# block 1

File: config.mk
export PLATFORM = sky130hd
export DESIGN_NAME = if_prefetch_queue
export DESIGN_NICKNAME = d
export VERILOG_FILES = /design/src/rtl/if_prefetch_queue_pkg.sv /design/src/rtl/if_prefetch_queue_fifo.sv /design/src/rtl/if_prefetch_queue.sv
export SDC_FILE = /design/constraint.sdc
export NUM_CORES = 1
export LEC_CHECK = 0
export ABC_CLOCK_PERIOD_IN_PS = 11700
export CAP_MARGIN = 10
export CORE_MARGIN = 5
export CORE_UTILIZATION = 50
export CTS_CLUSTER_SIZE = 16
export DETAILED_ROUTE_END_ITERATION = 10
export PLACE_DENSITY = 0.82
export SYNTH_ARGS = -nofsm -noshare
export SYNTH_HDL_FRONTEND = slang
export SYNTH_SLANG_ARGS = --single-unit
File: constraint.sdc
create_clock -name clk -period 11.7 [get_ports clk]
set_input_delay 2.34 -clock clk [delete_from_list [all_inputs] [get_ports clk]]
set_output_delay 2.34 -clock clk [all_outputs]
set_load 0.02 [all_outputs]
File: src/rtl/if_prefetch_queue_pkg.sv
// Shared types and constants for the instruction-fetch prefetch queue.
// Latency: n/a (declarations only).
// Backpressure: n/a.
package if_prefetch_queue_pkg;

    // Fetch sequencer: at most one instruction-memory request outstanding
    typedef enum logic [1:0] {
        ST_IDLE  = 2'd0,  // no request on the bus
        ST_WAIT  = 2'd1,  // request live, response will be kept
        ST_DRAIN = 2'd2   // request live, response is stale and dropped
    } fetch_state_t;

    localparam logic [31:0] NOP    = 32'h0000_0000;
    localparam logic [31:0] PC_INC = 32'd4;

    // One prefetch slot: instruction word plus the address of its successor
    typedef struct packed {
        logic [31:0] instr;
        logic [31:0] pc4;
    } fetch_entry_t;

endpackage

File: src/rtl/if_prefetch_queue_fifo.sv
// Prefetch FIFO of {instr, pc4} entries with a registered, zero-when-empty head.
// Latency: a push is visible at the head one cycle later.
// Backpressure: full is exported; pushes while full are dropped, pops while empty are ignored.
module pf_fifo
    import if_prefetch_queue_pkg::*;
#(
    parameter int DEPTH = 4,
    localparam int CW = $clog2(DEPTH + 1)
) (
    input  logic          clk,
    input  logic          reset,
    input  logic          push,
    input  fetch_entry_t  push_dat,
    input  logic          pop,
    input  logic          flush,
    output logic          full,
    output logic          empty,
    output logic [CW-1:0] count_nxt,
    output fetch_entry_t  head_dat
);

    localparam int            AW      = $clog2(DEPTH);
    localparam logic [CW-1:0] DEPTH_C = CW'(DEPTH);

    logic [AW-1:0] r_wr_ptr;
    logic [AW-1:0] r_rd_ptr;
    logic [CW-1:0] r_count;
    logic          r_head_vld;
    fetch_entry_t  r_head_dat;
    fetch_entry_t  r_mem [DEPTH];

    logic          w_push;
    logic          w_pop;
    logic [CW-1:0] w_remain;
    logic [CW-1:0] w_cnt_nxt;
    logic [AW-1:0] w_wr_nxt;
    logic [AW-1:0] w_rd_nxt;
    logic          w_head_vld_nxt;
    fetch_entry_t  w_head_nxt;

    assign w_pop    = pop & r_head_vld;
    assign w_push   = push & (r_count != DEPTH_C);
    assign w_remain = r_count - CW'(w_pop);

    // Pointer and occupancy update; flush wins over any push/pop this cycle
    always_comb begin
        w_wr_nxt  = r_wr_ptr + AW'(w_push);
        w_rd_nxt  = r_rd_ptr + AW'(w_pop);
        w_cnt_nxt = w_remain + CW'(w_push);
        if (flush) begin
            w_wr_nxt  = '0;
            w_rd_nxt  = '0;
            w_cnt_nxt = '0;
        end
    end

    // Next head: bypass the push data when it lands in an otherwise empty queue
    always_comb begin
        w_head_vld_nxt = (w_cnt_nxt != '0);
        w_head_nxt     = '0;
        if (w_head_vld_nxt) begin
            if (w_remain == '0) begin
                w_head_nxt = push_dat;
            end else begin
                w_head_nxt = r_mem[w_rd_nxt];
            end
        end
    end

    // Control state and registered head
    always_ff @(posedge clk or posedge reset) begin
        if (reset) begin
            r_wr_ptr   <= '0;
            r_rd_ptr   <= '0;
            r_count    <= '0;
            r_head_vld <= 1'b0;
            r_head_dat <= '0;
        end else begin
            r_wr_ptr   <= w_wr_nxt;
            r_rd_ptr   <= w_rd_nxt;
            r_count    <= w_cnt_nxt;
            r_head_vld <= w_head_vld_nxt;
            r_head_dat <= w_head_nxt;
        end
    end

    // Entry storage; contents are only meaningful below r_count, so no reset
    always_ff @(posedge clk) begin
        if (w_push) begin
            r_mem[r_wr_ptr] <= push_dat;
        end
    end

    assign full      = (r_count == DEPTH_C);
    assign empty     = ~r_head_vld;
    assign count_nxt = w_cnt_nxt;
    assign head_dat  = r_head_dat;

endmodule

File: src/rtl/if_prefetch_queue.sv
// Instruction-fetch front end: one-outstanding imem handshake feeding a prefetch FIFO to ID.
// Latency: imem ack to id_valid is 1 cycle; back-to-back acks sustain 1 instr/cycle.
// Backpressure: id_ready low fills the FIFO; new requests stop once the in-flight slot would not fit.
module if_prefetch_queue
    import if_prefetch_queue_pkg::*;
#(
    parameter int          DEPTH    = 4,
    parameter logic [31:0] RESET_PC = 32'h0000_0000
) (
    input  logic        clk,
    input  logic        reset,
    input  logic        redirect,
    input  logic [31:0] redirect_pc,
    input  logic        id_ready,
    output logic        id_valid,
    output logic [31:0] id_instr,
    output logic [31:0] id_pc4,
    output logic        imem_req,
    output logic [31:0] imem_addr,
    input  logic        imem_ack,
    input  logic [31:0] imem_rdata
);

    localparam int            CW      = $clog2(DEPTH + 1);
    localparam logic [CW-1:0] DEPTH_C = CW'(DEPTH);

    fetch_state_t r_state;
    fetch_state_t w_state_nxt;
    logic [31:0]  r_fetch_pc;
    logic [31:0]  r_imem_addr;
    logic         r_imem_req;

    logic [31:0]  w_redir_pc;
    logic [31:0]  w_addr_inc;
    logic         w_pop;
    logic         w_push;
    logic         w_room;
    logic         w_issue;
    logic [31:0]  w_issue_addr;
    logic [31:0]  w_fetch_pc_nxt;
    logic         w_fifo_full;
    logic         w_fifo_empty;
    logic [CW-1:0] w_count_nxt;
    fetch_entry_t w_push_dat;
    fetch_entry_t w_head_dat;

    assign w_redir_pc = redirect_pc & 32'hFFFF_FFFC;
    assign w_addr_inc = r_imem_addr + PC_INC;
    assign w_pop      = ~w_fifo_empty & id_ready;
    assign w_push     = (r_state == ST_WAIT) & imem_ack & ~redirect & ~w_fifo_full;
    assign w_push_dat = {imem_rdata, w_addr_inc};
    // The next request always needs a free slot for its eventual response
    assign w_room     = (w_count_nxt < DEPTH_C);

    pf_fifo #(
        .DEPTH (DEPTH)
    ) u_fifo (
        .clk       (clk),
        .reset     (reset),
        .push      (w_push),
        .push_dat  (w_push_dat),
        .pop       (w_pop),
        .flush     (redirect),
        .full      (w_fifo_full),
        .empty     (w_fifo_empty),
        .count_nxt (w_count_nxt),
        .head_dat  (w_head_dat)
    );

    // State register
    always_ff @(posedge clk or posedge reset) begin
        if (reset) begin
            r_state <= ST_IDLE;
        end else begin
            r_state <= w_state_nxt;
        end
    end

    // Next-state: redirect dominates; a redirect with no ack leaves a stale response to drain
    always_comb begin
        w_state_nxt = r_state;
        case (r_state)
            ST_IDLE: begin
                if (!redirect && w_room) begin
                    w_state_nxt = ST_WAIT;
                end
            end
            ST_WAIT: begin
                if (redirect) begin
                    w_state_nxt = imem_ack ? ST_IDLE : ST_DRAIN;
                end else if (imem_ack) begin
                    w_state_nxt = w_room ? ST_WAIT : ST_IDLE;
                end
            end
            ST_DRAIN: begin
                if (imem_ack) begin
                    w_state_nxt = ST_IDLE;
                end
            end
            default: w_state_nxt = ST_IDLE;
        endcase
    end

    // Outputs of the sequencer: request issue, its address, and the next sequential PC
    always_comb begin
        w_issue        = 1'b0;
        w_issue_addr   = r_fetch_pc;
        w_fetch_pc_nxt = r_fetch_pc;
        if (redirect) begin
            w_fetch_pc_nxt = w_redir_pc;
        end else begin
            case (r_state)
                ST_IDLE: begin
                    w_issue      = w_room;
                    w_issue_addr = r_fetch_pc;
                end
                ST_WAIT: begin
                    if (imem_ack) begin
                        w_fetch_pc_nxt = w_addr_inc;
                        w_issue        = w_room;
                        w_issue_addr   = w_addr_inc;
                    end
                end
                default: ;
            endcase
        end
    end

    // Registered request interface and fetch PC; imem_addr only moves on issue
    always_ff @(posedge clk or posedge reset) begin
        if (reset) begin
            r_fetch_pc  <= RESET_PC;
            r_imem_addr <= RESET_PC;
            r_imem_req  <= 1'b0;
        end else begin
            r_fetch_pc <= w_fetch_pc_nxt;
            r_imem_req <= (w_state_nxt != ST_IDLE);
            if (w_issue) begin
                r_imem_addr <= w_issue_addr;
            end
        end
    end

    assign imem_req  = r_imem_req;
    assign imem_addr = r_imem_addr;
    assign id_valid  = ~w_fifo_empty;
    assign id_instr  = w_head_dat.instr;
    assign id_pc4    = w_head_dat.pc4;

endmodule

# block 2

## src/rtl/rtl_kernel_wizard_0_example_counter.sv

```systemverilog
// Generic up/down counter with synchronous reset and load.
//   clk        : clock
//   clken      : clock enable for load/incr/decr
//   rst        : synchronous active-high reset to C_INIT (ignores clken)
//   load       : load load_value (priority over incr/decr)
//   incr, decr : count up / down; both together hold
//   load_value : value for load
//   count      : current count
module rtl_kernel_wizard_0_example_counter #(
    parameter int                 C_WIDTH = 4,
    parameter logic [C_WIDTH-1:0] C_INIT  = '0
) (
    input  logic               clk,
    input  logic               clken,
    input  logic               rst,
    input  logic               load,
    input  logic               incr,
    input  logic               decr,
    input  logic [C_WIDTH-1:0] load_value,
    output logic [C_WIDTH-1:0] count
);

    localparam logic [C_WIDTH-1:0] ONE = C_WIDTH'(1);

    always_ff @(posedge clk) begin
        if (rst) begin
            count <= C_INIT;
        end else if (clken) begin
            if (load)              count <= load_value;
            else if (incr & ~decr) count <= count + ONE;
            else if (~incr & decr) count <= count - ONE;
        end
    end

endmodule

```

## config.mk

```make
export PLATFORM = sky130hd
export DESIGN_NAME = rtl_kernel_wizard_0_example_counter
export DESIGN_NICKNAME = d
export VERILOG_FILES = /design/src/rtl/rtl_kernel_wizard_0_example_counter.sv
export SDC_FILE = /design/constraint.sdc
export NUM_CORES = 1
export LEC_CHECK = 0
export CORE_AREA = 2 2 39 41
export CTS_BUF_LIST = sky130_fd_sc_hd__clkbuf_8
export DETAILED_ROUTE_END_ITERATION = 10
export DIE_AREA = 0 0 41 43
export GPL_TIMING_DRIVEN = 0
export PLACE_DENSITY = 0.46
export SLEW_MARGIN = 0
export SYNTH_ARGS = -nofsm -noshare
export SYNTH_HDL_FRONTEND = slang
export SYNTH_SLANG_ARGS = --single-unit
```

## constraint.sdc

```tcl
create_clock -name clk -period 1.8 [get_ports clk]
set_input_delay 0.36 -clock clk [delete_from_list [all_inputs] [get_ports clk]]
set_output_delay 0.36 -clock clk [all_outputs]
set_load 0.02 [all_outputs]
```

# block 3

$ cat config.mk
export PLATFORM = sky130hd
export DESIGN_NAME = wb_commit_unit
export DESIGN_NICKNAME = d
export VERILOG_FILES = /design/src/rtl/wb_commit_unit.sv
export SDC_FILE = /design/constraint.sdc
export NUM_CORES = 1
export LEC_CHECK = 0
export CORE_AREA = 2 2 103 105
export CTS_CLUSTER_SIZE = 14
export DETAILED_ROUTE_END_ITERATION = 12
export DIE_AREA = 0 0 105 107
export PLACE_DENSITY = 0.76
export SETUP_SLACK_MARGIN = 0.1
export SLEW_MARGIN = 15
export SYNTH_ARGS = -nofsm -noshare
export SYNTH_HDL_FRONTEND = slang
export SYNTH_SLANG_ARGS = --single-unit
$ cat constraint.sdc
create_clock -name clk -period 2.24 [get_ports clk]
set_clock_uncertainty 0.2 [all_clocks]
set_input_delay 0.448 -clock clk [delete_from_list [all_inputs] [get_ports clk]]
set_output_delay 0.448 -clock clk [all_outputs]
set_load 0.01 [all_outputs]
$ cat src/rtl/wb_commit_unit.sv
// wb_commit_unit -- registered writeback/commit stage for the RV32I core.
//
// Chooses the rd source (pc_next, immediate, alu_res or load data). It extracts
// load data by byte, half or word and applies sign or zero extension. When load
// data is late, it holds the load in WAIT_MEM until mem_rvalid arrives. It drives
// one registered register-file write port.
//
// Ports:
//   clk, rst_n            clock (rising edge), asynchronous active-low reset
//   in_valid / in_ready   valid/ready handshake with the MEM stage
//   in_rd_sel             rd source: 00 pc_next, 01 immediate, 10 alu_res, 11 load
//   in_rd_we, in_rd_addr  rd write enable and destination register
//   in_funct3, in_addr_lo load type and low bits of the load address
//   pc_next, immediate, alu_res  non-load rd sources
//   mem_rvalid, mem_rdata load data return (aligned memory word)
//   flush                 discards the accepting or pending instruction
//   rf_we, rf_waddr, rf_wdata  registered register-file write port
//   busy                  high while waiting for load data
//
// Optional: define WB_MISALIGN_CHECK_EN to add the load_misalign output. A
// misaligned LH/LHU/LW/LD then pulses load_misalign and skips the write.
// Without it, misaligned offsets are truncated to the natural lane.
module wb_commit_unit #(
  parameter int XLEN   = 32,
  parameter int REG_AW = 5,
  parameter int OFS_W  = $clog2(XLEN/8)
) (
  input  logic              clk,
  input  logic              rst_n,
  input  logic              in_valid,
  output logic              in_ready,
  input  logic [1:0]        in_rd_sel,
  input  logic              in_rd_we,
  input  logic [REG_AW-1:0] in_rd_addr,
  input  logic [2:0]        in_funct3,
  input  logic [OFS_W-1:0]  in_addr_lo,
  input  logic [XLEN-1:0]   pc_next,
  input  logic [XLEN-1:0]   immediate,
  input  logic [XLEN-1:0]   alu_res,
  input  logic              mem_rvalid,
  input  logic [XLEN-1:0]   mem_rdata,
  input  logic              flush,
  output logic              rf_we,
  output logic [REG_AW-1:0] rf_waddr,
  output logic [XLEN-1:0]   rf_wdata,
`ifdef WB_MISALIGN_CHECK_EN
  output logic              load_misalign,
`endif
  output logic              busy
);

  typedef enum logic {IDLE, WAIT_MEM} state_t;

  state_t              state, next_state;
  logic [REG_AW-1:0]   cap_addr;
  logic                cap_we;
  logic [2:0]          cap_f3;
  logic [OFS_W-1:0]    cap_lo;

  logic                commit, cap_en, c_load, c_mis, c_we;
  logic [REG_AW-1:0]   c_addr;
  logic [2:0]          c_f3;
  logic [OFS_W-1:0]    c_lo;
  logic [XLEN-1:0]     c_data;

  function automatic logic [XLEN-1:0] extract(input logic [2:0] f3,
                                              input logic [OFS_W-1:0] lo,
                                              input logic [XLEN-1:0] d);
    logic [XLEN-1:0] b_sh, h_sh, w_sh, r;
    b_sh = d >> {lo, 3'b000};
    h_sh = d >> {lo[OFS_W-1:1], 4'b0000};
    if (XLEN == 64) w_sh = d >> {lo[OFS_W-1], 5'b00000};
    else            w_sh = d;
    r = '0;
    case (f3)
      3'b000: r = XLEN'($signed(b_sh[7:0]));
      3'b001: r = XLEN'($signed(h_sh[15:0]));
      3'b010: r = XLEN'($signed(w_sh[31:0]));
      3'b100: r = XLEN'(b_sh[7:0]);
      3'b101: r = XLEN'(h_sh[15:0]);
      3'b011: if (XLEN == 64) r = d;
      3'b110: if (XLEN == 64) r = XLEN'(w_sh[31:0]);
      default: r = '0;
    endcase
    return r;
  endfunction

  function automatic logic misaligned(input logic [2:0] f3, input logic [OFS_W-1:0] lo);
    logic m;
    m = 1'b0;
    case (f3)
      3'b001, 3'b101: m = lo[0];
      3'b010:         m = (lo[1:0] != 2'b00);
      3'b011:         if (XLEN == 64) m = (lo != '0);
      default:        m = 1'b0;
    endcase
    return m;
  endfunction

  assign in_ready = (state == IDLE);
  assign busy     = (state == WAIT_MEM);

  // A commit can come from the live MEM inputs (IDLE) or from the captured load
  // fields (WAIT_MEM). Both paths feed one shared write mux.
  always_comb begin
    next_state = state;
    commit     = 1'b0;
    cap_en     = 1'b0;
    c_load     = 1'b0;
    c_addr     = in_rd_addr;
    c_we       = in_rd_we;
    c_f3       = in_funct3;
    c_lo       = in_addr_lo;
    case (state)
      IDLE: begin
        if (in_valid && !flush) begin
          if (in_rd_sel != 2'b11) begin
            commit = 1'b1;
          end else if (mem_rvalid) begin
            commit = 1'b1;
            c_load = 1'b1;
          end else begin
            cap_en     = 1'b1;
            next_state = WAIT_MEM;
          end
        end
      end
      WAIT_MEM: begin
        c_addr = cap_addr;
        c_we   = cap_we;
        c_f3   = cap_f3;
        c_lo   = cap_lo;
        if (flush) begin
          next_state = IDLE;
        end else if (mem_rvalid) begin
          commit     = 1'b1;
          c_load     = 1'b1;
          next_state = IDLE;
        end
      end
      default: next_state = IDLE;
    endcase

    case (in_rd_sel)
      2'b00:   c_data = pc_next;
      2'b01:   c_data = immediate;
      default: c_data = alu_res;
    endcase
    if (c_load) c_data = extract(c_f3, c_lo, mem_rdata);

`ifdef WB_MISALIGN_CHECK_EN
    c_mis = c_load && misaligned(c_f3, c_lo);
`else
    c_mis = 1'b0;
`endif
  end

  always_ff @(posedge clk or negedge rst_n) begin
    if (!rst_n) begin
      state    <= IDLE;
      cap_addr <= '0;
      cap_we   <= 1'b0;
      cap_f3   <= '0;
      cap_lo   <= '0;
      rf_we    <= 1'b0;
      rf_waddr <= '0;
      rf_wdata <= '0;
    end else begin
      state <= next_state;
      if (cap_en) begin
        cap_addr <= in_rd_addr;
        cap_we   <= in_rd_we;
        cap_f3   <= in_funct3;
        cap_lo   <= in_addr_lo;
      end
      // x0 writes still update address/data but never strobe
      rf_we <= commit && !c_mis && c_we && (c_addr != '0);
      if (commit && !c_mis) begin
        rf_waddr <= c_addr;
        rf_wdata <= c_data;
      end
    end
  end

`ifdef WB_MISALIGN_CHECK_EN
  always_ff @(posedge clk or negedge rst_n) begin
    if (!rst_n) load_misalign <= 1'b0;
    else        load_misalign <= commit && c_mis;
  end
`endif

endmodule

# block 4

[src/rtl/mips_pkg.sv]
// mips_pkg: shared MIPS instruction field layout and prefetch-queue helpers
package mips_pkg;
    localparam int INSTR_W = 32;
    localparam int OPC_W   = 6;
    localparam int REG_W   = 5;
    localparam int IMM_W   = 16;
    localparam int FN_W    = 6;
    localparam int JMP_W   = 26;
    localparam int OPC_LSB = 26;
    localparam int RS_LSB  = 21;
    localparam int RT_LSB  = 16;
    localparam int RD_LSB  = 11;
    localparam int SH_LSB  = 6;
    localparam int FN_LSB  = 0;
    localparam int IMM_LSB = 0;
    localparam int JMP_LSB = 0;

    // queue depth must be a power of two so the pointers wrap for free
    function automatic bit depth_ok(input int depth);
        return depth >= 2 && (depth & (depth - 1)) == 0;
    endfunction
endpackage

[src/rtl/sync_fifo.sv]
// sync_fifo: single-clock FIFO with occupancy count and flush
module sync_fifo
    import mips_pkg::*;
#(
    parameter int DATA_W = 32,
    parameter int DEPTH  = 4
) (
    input  logic                   clk,
    input  logic                   reset,
    input  logic                   i_flush,
    input  logic [DATA_W-1:0]      i_data,
    input  logic                   i_push,
    output logic                   o_ready,
    input  logic                   i_pop,
    output logic [DATA_W-1:0]      o_head,
    output logic [$clog2(DEPTH):0] o_count
);
    localparam int AW = $clog2(DEPTH);
    localparam logic [AW:0] FULL = (AW+1)'(DEPTH);

    if (!depth_ok(DEPTH)) begin : g_bad_depth
        $error("sync_fifo: DEPTH must be a power of two and at least 2");
    end

    logic [DATA_W-1:0] r_mem [DEPTH];
    logic [AW-1:0]     r_wptr;
    logic [AW-1:0]     r_rptr;
    logic [AW:0]       r_count;
    logic              w_push;
    logic              w_pop;

    assign o_ready = r_count != FULL;
    assign o_count = r_count;
    assign o_head  = r_mem[r_rptr];
    assign w_push  = i_push && o_ready;
    assign w_pop   = i_pop && r_count != '0;

    // storage needs no reset: only slots between the pointers are ever read
    always_ff @(posedge clk) begin
        if (w_push && !reset && !i_flush) r_mem[r_wptr] <= i_data;
    end

    // pointers wrap naturally at DEPTH; flush empties the queue and drops a same-edge push
    always_ff @(posedge clk) begin
        if (reset || i_flush) begin
            r_wptr  <= '0;
            r_rptr  <= '0;
            r_count <= '0;
        end else begin
            if (w_push) r_wptr <= r_wptr + 1'b1;
            if (w_pop) r_rptr <= r_rptr + 1'b1;
            r_count <= r_count + {{AW{1'b0}}, w_push} - {{AW{1'b0}}, w_pop};
        end
    end
endmodule

[src/rtl/instr_prefetch_reg.sv]
// instr_prefetch_reg: prefetch queue feeding a MIPS instruction register with field decode
module instr_prefetch_reg
    import mips_pkg::*;
#(
    parameter int DATA_W   = 32,
    parameter int DEPTH    = 4,
    parameter int SIGN_EXT = 1
) (
    input  logic                   clk,
    input  logic                   reset,
    input  logic [DATA_W-1:0]      instr_in,
    input  logic                   in_valid,
    output logic                   in_ready,
    input  logic                   IRWrite,
    input  logic                   flush,
    output logic                   ir_valid,
    output logic                   ir_stall,
    output logic [OPC_W-1:0]       Instr_31_26,
    output logic [REG_W-1:0]       Instr_25_21,
    output logic [REG_W-1:0]       Instr_20_16,
    output logic [REG_W-1:0]       Instr_15_11,
    output logic [REG_W-1:0]       Instr_10_6,
    output logic [FN_W-1:0]        Instr_5_0,
    output logic [IMM_W-1:0]       Instr_15_0,
    output logic [JMP_W-1:0]       Instr_25_0,
    output logic [DATA_W-1:0]      imm_ext,
    output logic [$clog2(DEPTH):0] count
);
    localparam int EXT_W = DATA_W - IMM_W;

    if (DATA_W < INSTR_W) begin : g_bad_width
        $error("instr_prefetch_reg: DATA_W must be at least 32");
    end

    logic [DATA_W-1:0] r_ir;
    logic              r_ir_valid;
    logic              r_ir_stall;
    logic [DATA_W-1:0] w_head;
    logic              w_empty;
    logic              w_pop;
    logic              w_sign;

    assign w_empty = count == '0;
    assign w_pop   = IRWrite && !w_empty && !flush;

    sync_fifo #(
        .DATA_W (DATA_W),
        .DEPTH  (DEPTH)
    ) u_fifo (
        .clk     (clk),
        .reset   (reset),
        .i_flush (flush),
        .i_data  (instr_in),
        .i_push  (in_valid),
        .o_ready (in_ready),
        .i_pop   (w_pop),
        .o_head  (w_head),
        .o_count (count)
    );

    // IR loads only on a successful pop; an IRWrite into an empty queue just flags a stall
    always_ff @(posedge clk) begin
        if (reset) begin
            r_ir       <= '0;
            r_ir_valid <= 1'b0;
            r_ir_stall <= 1'b0;
        end else if (flush) begin
            r_ir_valid <= 1'b0;
            r_ir_stall <= 1'b0;
        end else begin
            if (w_pop) begin
                r_ir       <= w_head;
                r_ir_valid <= 1'b1;
            end
            r_ir_stall <= IRWrite && w_empty;
        end
    end

    assign ir_valid    = r_ir_valid;
    assign ir_stall    = r_ir_stall;
    assign Instr_31_26 = r_ir[OPC_LSB +: OPC_W];
    assign Instr_25_21 = r_ir[RS_LSB +: REG_W];
    assign Instr_20_16 = r_ir[RT_LSB +: REG_W];
    assign Instr_15_11 = r_ir[RD_LSB +: REG_W];
    assign Instr_10_6  = r_ir[SH_LSB +: REG_W];
    assign Instr_5_0   = r_ir[FN_LSB +: FN_W];
    assign Instr_15_0  = r_ir[IMM_LSB +: IMM_W];
    assign Instr_25_0  = r_ir[JMP_LSB +: JMP_W];
    assign w_sign      = (SIGN_EXT != 0) && r_ir[IMM_LSB+IMM_W-1];
    assign imm_ext     = {{EXT_W{w_sign}}, r_ir[IMM_LSB +: IMM_W]};
endmodule

[config.mk]
export PLATFORM = sky130hd
export DESIGN_NAME = instr_prefetch_reg
export DESIGN_NICKNAME = d
export VERILOG_FILES = /design/src/rtl/mips_pkg.sv /design/src/rtl/sync_fifo.sv /design/src/rtl/instr_prefetch_reg.sv
export SDC_FILE = /design/constraint.sdc
export NUM_CORES = 1
export LEC_CHECK = 0
export CAP_MARGIN = 15
export CORE_ASPECT_RATIO = 0.6
export CORE_MARGIN = 2
export CORE_UTILIZATION = 30
export CTS_CLUSTER_DIAMETER = 150
export CTS_CLUSTER_SIZE = 28
export DETAILED_ROUTE_END_ITERATION = 8
export GPL_TIMING_DRIVEN = 1
export PLACE_DENSITY = 0.54
export SLEW_MARGIN = 20
export SYNTH_ARGS = -nofsm -noshare
export SYNTH_HDL_FRONTEND = slang
export SYNTH_SLANG_ARGS = --single-unit
[constraint.sdc]
create_clock -name clk -period 2.7 [get_ports clk]
set_input_delay 0.405 -clock clk [delete_from_list [all_inputs] [get_ports clk]]
set_output_delay 0.405 -clock clk [all_outputs]
set_load 0.1 [all_outputs]
### Congestion heat map, block 3

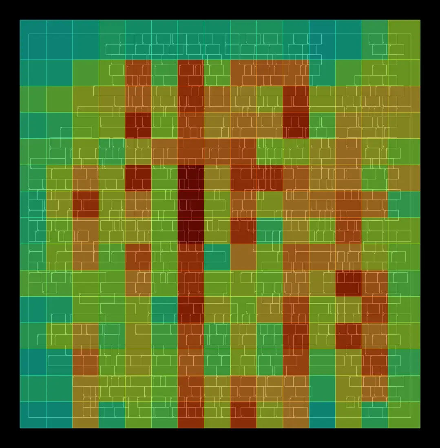
DR WL/cell: 18.1 um
Util after Layout: 0.626
met3 Usage GRT: 0.0517
met1 usage: 0.274
grt met2 use: 0.423

==> run summary, block 3 <==
Fin crit period: 2.21 ns
Via count: 4,154
Overall power: 3.08 mW
Yosys adder share: 0
Most Used Layer, Global Route: met2
First-pass GRT wire length: 20.9 mm
Lkg Pwr: 2.46 nW
Syn_area_per_cell: 8.83 um2
Combinational share of power: 0.431
Stages on worst setup path: 7
Most common reg cell: dfrtp_1
Max clock buf depth: 2
Register area: 1250 um2
Pint: 2.09 mW
Critical setup path kind: register to register
Compound-gate portion of the synthesized area: 0.295
Critical-path cell list: mux2_4 > mux4_2 > nor2b_4 > a211oi_4 > buf_4 > buf_12 > a31oi_1
P_comb: 1.33 mW
CP peak stage delay: 0.45 ns
Post-Route M1 WL: 5.48 mm
Signal buffers share of area: 0.387
CTS root buf: clkbuf_8
Top-area cell share: 0.353
Fp util: 0.352
Clock Latency Late Sink: 0.30 ns
Final TNS setup: 0 ns
Net Sw Frac: 0.322
Outcome: completed
Flip-flops with a built-in enable: 0
Worst hold slack: 0.292 ns
CTS tree: done
Syn Nets: 548
Reg power frac: 0.388
RSZ-0062 raised after global routing: yes
Sequential share of the synthesized area: 0.353
Sequential share of cell area: 0.198
Hold_sp: rf_waddr[4]
CP required: 2.22 ns
Ys Warns: 0
Tool warnings: 29
Area of the chip: 11,200 um2
Final WL: 13.7 mm
Number of global-route vias before repair: 4,189
-- block 3: state kept, by name, summed over array words and instances (netlist names) --
| name | count |
|---|---|
| rf_we | 1 |
| cap_addr | 5 |
| cap_f3 | 3 |
| cap_lo | 2 |
| rf_waddr | 5 |
| cap_we | 1 |
| busy | 1 |
| rf_wdata | 32 |
-- block 3: through the flow --
stage | cells | setup WS [ns] | area, um2
5_1_grt | 761 | -0.0143 | 6320
4_1_cts | 757 | -0.00781 | 6120
3_3_place_gp | 745 | -0.357 | 5930
6_report | 761 | 0.0309 | 6320
3_5_place_dp | 745 | -0.415 | 5930
2_1_floorplan | 402 | -0.000193 | 3550
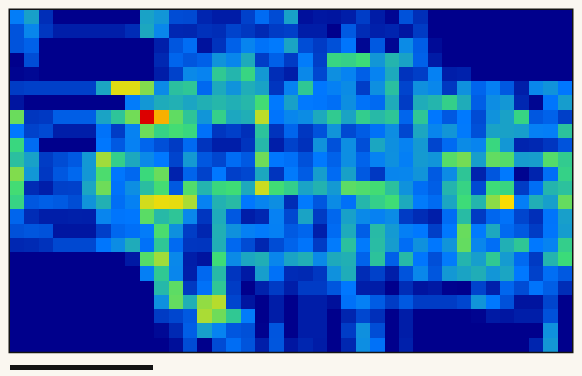
*Routed metal per tile, block 4*
Bar = 50 um. 39 x 24 tiles, from dark blue (low) to red (high), scaled to the fullest tile. Values are wire area over tile area, all layers added.
5.9% of the tiles are over half the peak. The emptiest ninth of the die: south-west. The mean over all tiles is 0.091. The fullest tile reaches 0.45. The densest ninth of the die: east. 22% of the tiles are nearly empty.
final WL: 13.3 mm
All-Layer GR Usage: 0.116
via count: 3,355
DR WL/cell: 17.6 um

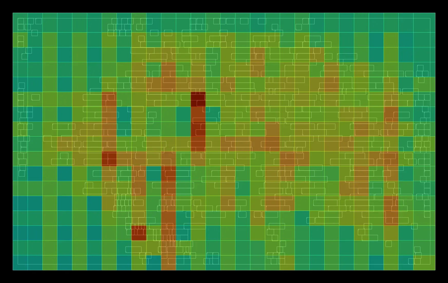
*Congestion heat map, block 4*
grt met2 use: 0.181
met3 Usage GRT: 0.0422
Util after Layout: 0.378

==> run summary, block 4 <==
Lkg Pwr: 2.99 nW
Crit path max-delay family: adder cells
CP peak stage delay: 0.49 ns
WL met3: 794 um
Switching Power: 1.52 mW
Die height: 119 um
Synthesized flop and latch total: 169
Register area: 4670 um2
Top-area cell share: 0.576
Cell area after synthesis: 6670 um2
Worst r2r src: u_fifo.o_count[1]
Fillers: 2,020
P_seq: 2.86 mW
Number of global-route vias before repair: 3,389
Initial antenna violation count: 2
Non-clk invs: 8
Simple-Gate Area Share: 0.0175
Critical Path End Type: register
Combinational share of power: 0.114
Outcome: completed
Clk pwr share: 0.400
Critical-path cell list: o31ai_1 > nor2_1 > ha_1 > inv_1 > ha_1 > inv_1 > fa_1 > xor2_1 > and2_1 > nor3_1
WL met2: 6.23 mm
Fin crit period: 2.41 ns
Slew headroom: 0.569
Clock Sink Count: 169
Syn_area_per_cell: 18.0 um2
## block 4: through the flow
stage | hold slack, ns | setup slack [ns] | std cells | area, um2
detailed placement | 0.467 | 0.0966 | 723 | 7680
finish | 0.475 | 0.287 | 756 | 8290
CTS | 0.482 | 0.300 | 755 | 8260
global route | 0.496 | 0.0612 | 756 | 8290
global placement | 0.457 | 0.196 | 723 | 7680
floorplan | 0.484 | 0.0152 | 371 | 6670
## block 4: tightest hold or removal path, stage by stage, from the launching register on
cell     delay (ns)
dfxtp_1        0.33
nor2_1         0.05
nor2_1         0.07
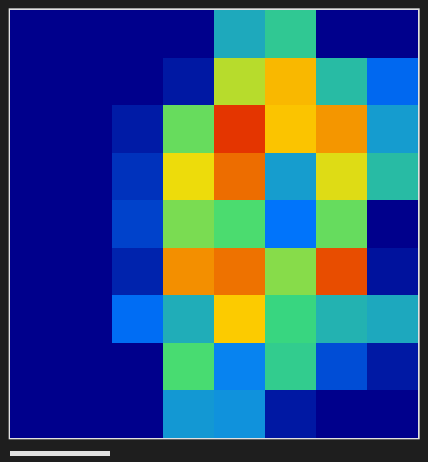
*Cell area per tile, block 2*
Bar = 10 um. 8 x 9 tiles, from dark blue (low) to red (high), 0 to 100% covered.
The fullest tile reaches 94%. 13% of the tiles are over 75% full. 39% of the tiles are nearly empty.
fp util: 0.216
Util after Layout: 0.364
Placeable Area: 1380 um2

==> run summary, block 2 <==
Sequential share of the synthesized area: 0.268
Critical Path AT: 1.29 ns
Via count: 291
Layout area overhead: 68.6%
Critical Path End Type: output port
Switching Power: 0.114 mW
Most frequent cells in the layout: clkdlybuf4s50_1 (10), dfxtp_1 (4), xnor2_1 (3), mux2i_1 (3), clkbuf_8 (3)
Combinational share of power: 0.289
Number of global-route vias before repair: 247
Maxcap violations: 0
Biggest register: count
Hold Buf Count CTS: 0
CP peak stage delay: 0.64 ns
Placed inst area: 439 um2
Most common reg cell: dfxtp_1
Yosys adder share: 0.151
Largest register FFs: 4
Top cells by count, synth: dfxtp_1 (4), a21oi_1 (3), mux2i_1 (3), xnor2_1 (3)
Logic area: 221 um2
Clk pwr share: 0.453
Yosys xor share: 0.117
Layout clock area frac: 0.0819
DP HPWL: 542 um
Post-CTS Setup Inserts: 0
Tool warnings: 26
Post-synth ARST share: 0
Hold_sp: load
Critical Path Start: count[0]
Worst hold path endpoint: count[3]
Hold Crit Class: input port to register
CTS tree: done
Cell with the most instances after synthesis: dfxtp_1
Flip-flops with a built-in enable: 0
Nature of the critical path startpoint: register
Std-Cell Rows: 14
Clock Latency Late Sink: 0.22 ns
Top power group: clock
Outcome: completed
Initial DRC count: 4
Number of vias per cell: 4.55
Register area: 80.1 um2
Non-clk invs: 1
Stages on worst setup path: 1
CTS Buf Count: 3
Pwr per Cell Area: 837 nW/um2
Reg2Reg Setup Slack: 0.43 ns
Biggest regs: count x4
Unique cell type count in the Yosys netlist: 20
Hold Violations, Final: 0
Port Buffers: 12
Main area contributors: dfxtp_1 (27%), mux2i_1 (10%), xnor2_1 (8.8%)
Slowest CP cell: clkdlybuf4s50_1
Fillers: 147
Compound-gate portion of the synthesized area: 0.197
RSZ-0062 raised after global routing: no
MI comb cells: 26
Simple-Gate Area Share: 0.138
Max Freq: 607 MHz
block 2: layer usage:
layer	global-route usage	share of wire
met5	0	0
met4	0.120	0.045
met3	0.0314	0.073
met2	0.134	0.50
met1	0.0833	0.38
block 2: per-stage QoR:
step	total power, mW	std cells	setup TNS, ns	hold slack [ns]
6_report	0.422	64	0	0.470
3_3_place_gp	0.222	60	-0.626	0.494
3_5_place_dp	0.226	60	-0.721	0.518
2_1_floorplan	0.178	32	0	0.429
4_1_cts	0.426	63	0	0.473
5_1_grt	0.440	64	0	0.484
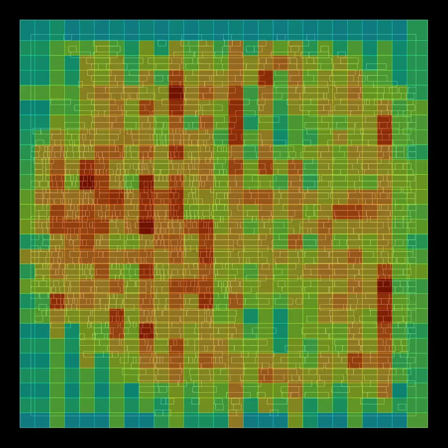
*Congestion heat map, block 1*
All-Layer GR Usage: 0.202
Most Used Layer, Global Route: met2
DR WL/cell: 22.6 um
met3 Usage GRT: 0.0420
Util after Layout: 0.610

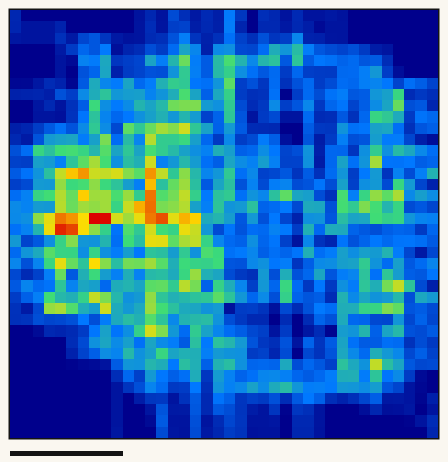
*Routed metal per tile, block 1*
Bar = 50 um. 38 x 38 tiles, from dark blue (low) to red (high), scaled to the fullest tile. Values are wire area over tile area, all layers added.
The fullest tile reaches 0.68. The emptiest ninth of the die: south-west. 13% of the tiles are nearly empty. 9.6% of the tiles are over half the peak. The densest ninth of the die: west.
final WL: 36.2 mm
via count: 9,576

==> run summary, block 1 <==
Outcome: completed
Port Buffers: 164
Hold Crit Class: register to register
P_comb: 1.25 mW
Overall power: 4.41 mW
Clk slew on worst S/H paths: 0.06 ns
Most frequent CP cell: ha_1
Stages on worst setup path: 11
Yosys xor share: 0.0188
Post-CTS Setup Inserts: 0
Critical Path End Type: register
Post-CTS resize count: 0
Area of the chip: 35,700 um2
Hold Violations, Final: 0
Layout cells sized above 1: 0.132
Post-Synthesis Cells: 1,016
[block 1: flip-flops by register name (all words and copies together) (netlist names)]
signal             flops
imem_addr             32
imem_req               1
r_fetch_pc            32
r_state                2
u_fifo.head_dat       64
u_fifo.r_count         3
u_fifo.r_head_vld      1
u_fifo.r_mem         256
u_fifo.r_rd_ptr        2
u_fifo.r_wr_ptr        2
[block 1: final cells by class]
class                   instances  area, um2  area share
flip-flops and latches        395      11200       0.580
multi-input cells             530       4430       0.230
repair buffers                179       1750      0.0908
clock buffers                  50       1090      0.0566
well taps                     402        503      0.0261
clock inverters                23        225      0.0117
inverters                      24       95.1     0.00494

# block 5

### Routed metal per tile, block 5

Bar = 20 um. 22 x 22 tiles, from dark blue (low) to red (high), scaled to the fullest tile. Values are wire area over tile area, all layers added.
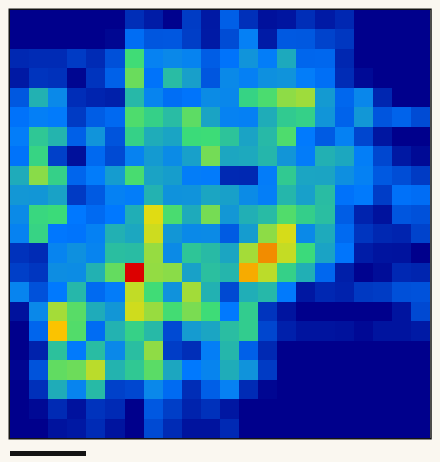

## src/rtl/rle_decompressor.sv

```systemverilog
// Run-length decoder feeding the image RAM through a request/ack write handshake.
// Optional build macro RLE_CHECKSUM_EN adds a 16-bit running sum of acknowledged pixels.
module rle_decompressor #(
    parameter int ADDR_W    = 16,
    parameter int DATA_W    = 8,
    parameter int MAX_BYTES = 65536
) (
    input  logic              clk,
    input  logic              RST,
    input  logic              start,
    input  logic [ADDR_W-1:0] baseAddr,
    input  logic              interrupt,
    input  logic [15:0]       Din,
    input  logic              dinValid,
    output logic              dinReady,
    output logic [ADDR_W-1:0] ramAddress,
    output logic [DATA_W-1:0] ramDataOut,
    output logic              ramWriteSignal,
    input  logic              ramDoneWrite,
    output logic              busy,
    output logic              done,
    output logic              err,
`ifdef RLE_CHECKSUM_EN
    output logic [15:0]       checksum,
`endif
    output logic [ADDR_W:0]   pixCount
);

    localparam logic [2:0] S_IDLE  = 3'd0;
    localparam logic [2:0] S_FETCH = 3'd1;
    localparam logic [2:0] S_WRITE = 3'd2;
    localparam logic [2:0] S_WAIT  = 3'd3;
    localparam logic [2:0] S_DONE  = 3'd4;

    logic [2:0]        state_reg;
    logic [ADDR_W-1:0] base_reg;
    logic [ADDR_W-1:0] addr_reg;
    logic [DATA_W-1:0] data_reg;
    logic              write_reg;
    logic [7:0]        remaining_reg;
    logic [ADDR_W:0]   count_reg;
    logic              err_reg;
`ifdef RLE_CHECKSUM_EN
    logic [15:0]       sum_reg;
`endif

    logic [7:0]  run_len;
    logic [31:0] run_end;
    logic        run_overflow;

    // A run is rejected whole if its last pixel would land beyond the image limit.
    assign run_len      = Din[15:8];
    assign run_end      = 32'(count_reg) + 32'(run_len);
    assign run_overflow = run_end > 32'(MAX_BYTES);

    always_ff @(posedge clk) begin
        if (!RST) begin
            state_reg     <= S_IDLE;
            base_reg      <= '0;
            addr_reg      <= '0;
            data_reg      <= '0;
            write_reg     <= 1'b0;
            remaining_reg <= '0;
            count_reg     <= '0;
            err_reg       <= 1'b0;
`ifdef RLE_CHECKSUM_EN
            sum_reg       <= '0;
`endif
        end else if (interrupt) begin
            // Counters and err stay put so the aborted image can be inspected.
            state_reg <= S_IDLE;
            write_reg <= 1'b0;
        end else begin
            case (state_reg)
                S_IDLE, S_DONE: begin
                    state_reg <= S_IDLE;
                    if (start) begin
                        state_reg <= S_FETCH;
                        base_reg  <= baseAddr;
                        count_reg <= '0;
                        err_reg   <= 1'b0;
`ifdef RLE_CHECKSUM_EN
                        sum_reg   <= '0;
`endif
                    end
                end
                S_FETCH: begin
                    if (dinValid) begin
                        if (run_len == 8'd0) begin
                            state_reg <= S_DONE;
                        end else if (run_overflow) begin
                            err_reg   <= 1'b1;
                            state_reg <= S_DONE;
                        end else begin
                            data_reg      <= DATA_W'(Din[7:0]);
                            remaining_reg <= run_len;
                            state_reg     <= S_WRITE;
                        end
                    end
                end
                S_WRITE: begin
                    addr_reg  <= base_reg + count_reg[ADDR_W-1:0];
                    write_reg <= 1'b1;
                    state_reg <= S_WAIT;
                end
                S_WAIT: begin
                    if (ramDoneWrite) begin
                        write_reg     <= 1'b0;
                        count_reg     <= count_reg + (ADDR_W+1)'(1);
                        remaining_reg <= remaining_reg - 8'd1;
`ifdef RLE_CHECKSUM_EN
                        sum_reg       <= sum_reg + 16'(data_reg);
`endif
                        state_reg     <= (remaining_reg == 8'd1) ? S_FETCH : S_WRITE;
                    end
                end
                default: state_reg <= S_IDLE;
            endcase
        end
    end

    assign dinReady       = (state_reg == S_FETCH);
    assign busy           = (state_reg == S_FETCH) || (state_reg == S_WRITE) || (state_reg == S_WAIT);
    assign done           = (state_reg == S_DONE);
    assign ramAddress     = addr_reg;
    assign ramDataOut     = data_reg;
    assign ramWriteSignal = write_reg;
    assign err            = err_reg;
    assign pixCount       = count_reg;
`ifdef RLE_CHECKSUM_EN
    assign checksum       = sum_reg;
`endif

endmodule

```

## config.mk

```make
export PLATFORM = sky130hd
export DESIGN_NAME = rle_decompressor
export DESIGN_NICKNAME = d
export VERILOG_FILES = /design/src/rtl/rle_decompressor.sv
export SDC_FILE = /design/constraint.sdc
export NUM_CORES = 1
export LEC_CHECK = 0
export CAP_MARGIN = 20
export CORE_AREA = 2 2 108 110
export CTS_CLUSTER_SIZE = 10
export DETAILED_ROUTE_END_ITERATION = 10
export DIE_AREA = 0 0 110 112
export PLACE_DENSITY = 0.71
export SYNTH_ARGS = -nofsm -noshare
export SYNTH_HDL_FRONTEND = slang
export SYNTH_SLANG_ARGS = --single-unit
```

## constraint.sdc

```tcl
create_clock -name clk -period 6.7 [get_ports clk]
set_input_delay 1.34 -clock clk [delete_from_list [all_inputs] [get_ports clk]]
set_output_delay 1.34 -clock clk [all_outputs]
set_load 0.05 [all_outputs]
```

# block 6

[config.mk]
export PLATFORM = sky130hd
export DESIGN_NAME = reg_load_seq
export DESIGN_NICKNAME = d
export VERILOG_FILES = /design/src/rtl/reg_load_seq.sv
export SDC_FILE = /design/constraint.sdc
export NUM_CORES = 1
export LEC_CHECK = 0
export ABC_AREA = 0
export CORE_AREA = 2 2 39 41
export CTS_CLUSTER_DIAMETER = 60
export CTS_CLUSTER_SIZE = 10
export DETAILED_ROUTE_END_ITERATION = 10
export DIE_AREA = 0 0 41 43
export REMOVE_ABC_BUFFERS = 1
export SLEW_MARGIN = 10
export SYNTH_ARGS = -nofsm -noshare
export SYNTH_HDL_FRONTEND = slang
export SYNTH_SLANG_ARGS = --single-unit
[constraint.sdc]
create_clock -name clk -period 1.8 [get_ports clk]
set_input_delay 0.45 -clock clk [delete_from_list [all_inputs] [get_ports clk]]
set_output_delay 0.45 -clock clk [all_outputs]
set_load 0.05 [all_outputs]
[src/rtl/reg_load_seq.sv]
// reg_load_seq: serial-to-bank load sequencer.
//
// Walks a one-hot enable across a bank of N single-bit registers. Each
// accepted serial bit raises exactly one enable. The shared data line d_out
// carries that bit, so register i captures din at the same clock edge
// (zero latency). When the word is complete, done pulses for one cycle.
//
// Optional feature macro: PARITY_EN
//   defined   - after the N data bits, one extra serial bit is consumed as an
//               even-parity bit in a PAR state. parity_err is registered at
//               that edge, is valid with done, and holds until the next start.
//   undefined - no PAR state and no accumulator; parity_err is tied to 0.

module reg_load_seq #(
    parameter int N = 8
) (
    input  logic         clk,
    input  logic         reset,
    input  logic         start,
    input  logic         abort,
    input  logic         bit_valid,
    input  logic         din,
    output logic [N-1:0] en,
    output logic         d_out,
    output logic         busy,
    output logic         done,
    output logic         parity_err
);

    localparam int               IDX_W    = (N > 1) ? $clog2(N) : 1;
    localparam logic [IDX_W-1:0] LAST_IDX = IDX_W'(N - 1);
    localparam logic [N-1:0]     EN_ONE   = N'(1);

    localparam logic [1:0] S_IDLE = 2'd0;
    localparam logic [1:0] S_LOAD = 2'd1;
`ifdef PARITY_EN
    localparam logic [1:0] S_PAR  = 2'd2;
`endif
    localparam logic [1:0] S_DONE = 2'd3;

    logic [1:0]       state;
    logic [1:0]       state_nxt;
    logic [IDX_W-1:0] idx;
    logic             load_go;
    logic             accept;
    logic             last_bit;

    // A start is honoured only from IDLE; it also re-arms index and parity.
    assign load_go  = (state == S_IDLE) && start;

    // A bit is written only in LOAD, and abort suppresses it in the same cycle.
    assign accept   = (state == S_LOAD) && bit_valid && !abort;
    assign last_bit = accept && (idx == LAST_IDX);

    // Next-state selection; abort wins over every other input in LOAD/PAR.
    always_comb begin
        state_nxt = state;
        case (state)
            S_IDLE: begin
                if (start) begin
                    state_nxt = S_LOAD;
                end
            end
            S_LOAD: begin
                if (abort) begin
                    state_nxt = S_IDLE;
                end else if (last_bit) begin
`ifdef PARITY_EN
                    state_nxt = S_PAR;
`else
                    state_nxt = S_DONE;
`endif
                end
            end
`ifdef PARITY_EN
            S_PAR: begin
                if (abort) begin
                    state_nxt = S_IDLE;
                end else if (bit_valid) begin
                    state_nxt = S_DONE;
                end
            end
`endif
            S_DONE: begin
                state_nxt = S_IDLE;
            end
            default: begin
                state_nxt = S_IDLE;
            end
        endcase
    end

    // State register.
    always_ff @(posedge clk or negedge reset) begin
        if (!reset) begin
            state <= S_IDLE;
        end else begin
            state <= state_nxt;
        end
    end

    // Register index: cleared on start, advances per accepted bit, saturates at N-1.
    always_ff @(posedge clk or negedge reset) begin
        if (!reset) begin
            idx <= '0;
        end else if (load_go) begin
            idx <= '0;
        end else if (accept && (idx != LAST_IDX)) begin
            idx <= idx + 1'b1;
        end
    end

`ifdef PARITY_EN
    logic acc;
    logic perr_q;

    // Running XOR of the data bits written into the bank.
    always_ff @(posedge clk or negedge reset) begin
        if (!reset) begin
            acc <= 1'b0;
        end else if (load_go) begin
            acc <= 1'b0;
        end else if (accept) begin
            acc <= acc ^ din;
        end
    end

    // Parity verdict: set at the PAR edge and held until the next start.
    always_ff @(posedge clk or negedge reset) begin
        if (!reset) begin
            perr_q <= 1'b0;
        end else if (load_go) begin
            perr_q <= 1'b0;
        end else if ((state == S_PAR) && bit_valid && !abort) begin
            perr_q <= acc ^ din;
        end
    end

    assign parity_err = perr_q;
`else
    assign parity_err = 1'b0;
`endif

    // Mealy enable: the selected register sees its enable in the strobe cycle.
    assign en    = accept ? (EN_ONE << idx) : '0;
    assign d_out = (state == S_LOAD) ? din : 1'b0;
    assign busy  = (state != S_IDLE);
    assign done  = (state == S_DONE);

endmodule

### Routed metal per tile, block 6

Bar = 10 um. 8 x 9 tiles, from dark blue (low) to red (high), scaled to the fullest tile. Values are wire area over tile area, all layers added.
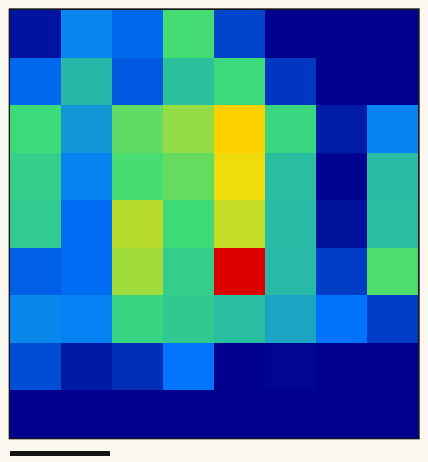
The emptiest ninth of the die: south-east. 18% of the tiles are over half the peak. The densest ninth of the die: centre. The fullest tile reaches 0.26.
DR WL/cell: 9.83 um
All-Layer GR Usage: 0.122

==> run summary, block 6 <==
CTS root buf: clkbuf_4
Stages on worst setup path: 4
Top-area cell share: 0.313
Area of the chip: 1760 um2
Fin cells: 82
Register area: 126 um2
Placed Cells incl. Taps: 73
Unique cell type count in the Yosys netlist: 17
CP peak stage delay: 0.36 ns
Ys Warns: 0
Uppermost layer routed: met4
Outcome: completed
GR Overflow Total: 0
Biggest regs: idx x3, state x2
Number of vias per cell: 4.49
Number of global-route vias before repair: 333
Post-Route M1 WL: 349 um
Port Buffers: 16
Yosys Instances: 42
Net count, final: 79
Worst hold slack: 0.430 ns
Flip-flops with a built-in enable: 0
Worst Path Buf+Inv: 2
Design Area, Final: 786 um2
Synthesized flop and latch total: 5
Overall power: 0.434 mW
Post-CTS resize count: 12
Comb/total area: 0.382
Hold Violations, Final: 0
Grt met2 use: 0.156
Post-CTS Setup Inserts: 4
Top cells by count, synth: and3_1 (6), ha_1 (6), dfrtp_1 (5)
Lkg Pwr: 0.355 nW
Top comb family, area: simple AND/OR/NAND/NOR gates
Slowest CP cell: and4bb_2
TritonRoute pass-1 iters: 2
Maxcap violations: 0
CTS tree: done
Layout clock area frac: 0.0334
Placed inst area: 671 um2
H-tree levels: 1
Fillers: 133
Largest net degree at the start of global routing: 8
Main area contributors: dfrtp_1 (31%), ha_1 (19%), and3_1 (9.4%)
N_diodes: 0
Biggest register: idx
Critical Path Start: abort
Worst r2r src: state[1]
Setup slack at placement: -0.317 ns
Tool warnings: 30
Clock Latency Late Sink: 0.23 ns
Clock Sink Count: 5
Std-Cell Rows: 14
Setup Skew: 0.000285 ns
Setup violations, final: 0
Syn_area_per_cell: 9.53 um2
CTS Buf Count: 3
Max FO, Critical Path: 5
Max clock buf depth: 2
DP HPWL: 617 um
Most common reg cell: dfrtp_1
Maximum VDD drop: 0.367 mV
Final WL: 806 um
block 6: cells in the final DEF, fill, tap and decap left out, drive strengths merged, types with 2 or more instances in the layout:
cell type | synthesis | layout
and2 | 4 | 4
and3 | 6 | 6
and4bb | 1 | 2
buf | 2 | 16
clkbuf | 0 | 4
clkdlybuf4s50 | 0 | 3
dfrtp | 5 | 5
ha | 6 | 6
inv | 4 | 4
mux2i | 3 | 3
nand2 | 3 | 3
block 6: where the power goes:
group	internal [mW]	switching [mW]	total [mW]
clock network	0.0834	0.0395	0.123
registers	0.126	0.0122	0.138
logic	0.0845	0.0880	0.173
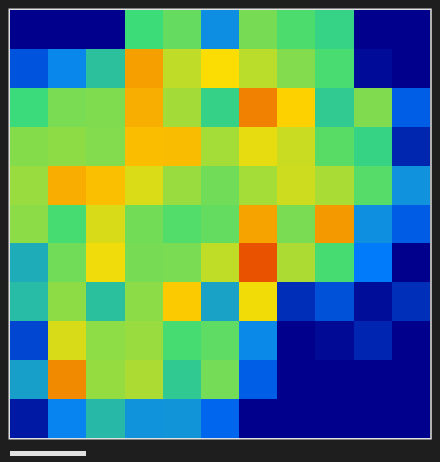
*Cell area per tile, block 5*
Bar = 20 um. 11 x 11 tiles, from dark blue (low) to red (high), 0 to 100% covered.
The fullest tile reaches 91%. The emptiest ninth of the die: south-east. 11% of the tiles are over 75% full.
Util after Layout: 0.496
Placeable Area: 11,200 um2
fp util: 0.389

## Picture notes: 'Routed metal per tile' of block 5
The emptiest ninth of the die: south-east. The densest ninth of the die: centre. 20% of the tiles are nearly empty.
final WL: 11.5 mm
DR WL/cell: 15.1 um
All-Layer GR Usage: 0.195
via count: 4,201

==> run summary, block 5 <==
Critical Path End Type: register
End of the critical path: remaining_reg[0]
Top-area cell share: 0.322
DP HPWL: 8.70 mm
Post-CTS resize count: 0
Port Buffers: 83
Clock Sink Count: 70
Comb/total area: 0.503
Outcome: completed
Critical setup path kind: input port to register
Hold Violations, Final: 0
Setup slack at placement: 1.36 ns
Initial DRC count: 269
Largest net degree at the start of global routing: 66
Top comb family, area: simple AND/OR/NAND/NOR gates
Pwr per Cell Area: 175 nW/um2
Worst hold path endpoint: ramAddress[4]
Initial antenna violation count: 0
Sequential share of the synthesized area: 0.322
Slowest CP cell: o21ai_1
Remaining antenna violation count: 0
I/O pins: 84
H-tree levels: 3
Post-CTS Setup Inserts: 0
Syn Nets: 609
Die width: 110 um
Signal buffers share of area: 0.153
Slew headroom: 0.302
==> block 5: routing by layer <==
layer / GRT usage / share of wire / up-vias
li1: - / - / 2092
met1: 0.248 / 0.44 / 1955
met2: 0.312 / 0.47 / 132
met3: 0.0527 / 0.066 / 22
met4: 0.0734 / 0.019 / 0
met5: 0 / 0 / -
==> block 5: power groups by stage <==
stage	sequential (mW)	combinational (mW)	clock, mW
finish	0.429	0.0950	0.446
floorplan	0.440	0.0514	0
global placement	0.437	0.0929	0
CTS	0.429	0.0954	0.454
global route	0.429	0.105	0.474
detailed placement	0.438	0.0948	0

==> notes/layouts.md <==
Pictures saved along the way, in no particular order.

Cells by drive strength.
image #1
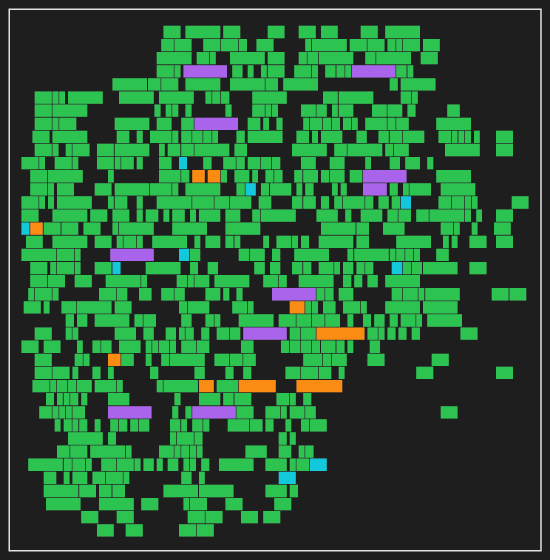
image #2
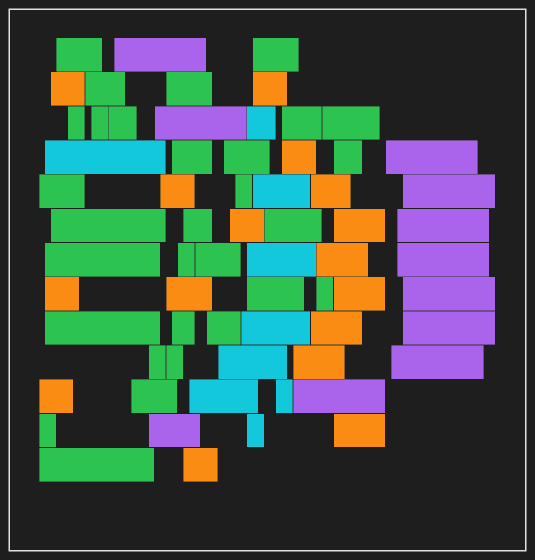
The one with the most cells is image #1.
image #1: block 5
image #2: block 6



## Gallery

Cells by drive strength.
Plate I
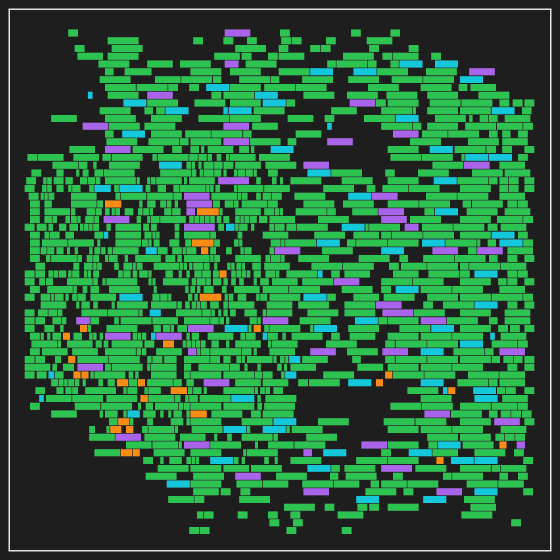
Plate II
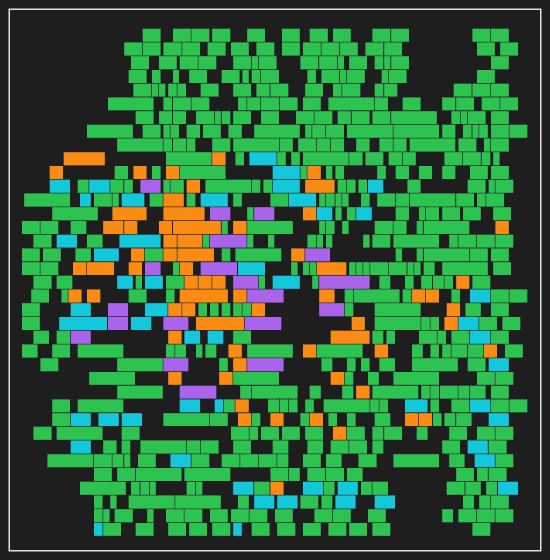
Plate III
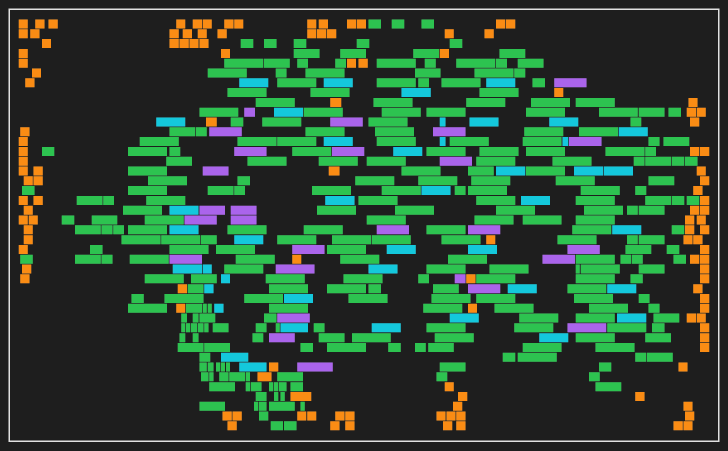
Plate IV
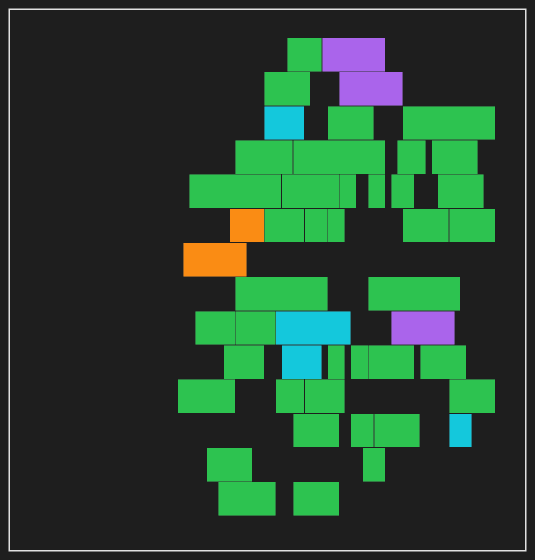
- Plate I = block 1
- Plate II = block 3
- Plate IV = block 2
- Plate III = block 4

Key to Plate II:
Key: green = drive 1 or less [cells 489, share 78%]; cyan = drive 2 [cells 51, share 8.2%]; purple = drive 6 and up [cells 19, share 3.0%]; orange = drive 3 to 4 [cells 66, share 11%]

Power and IR drop assume default switching activity.
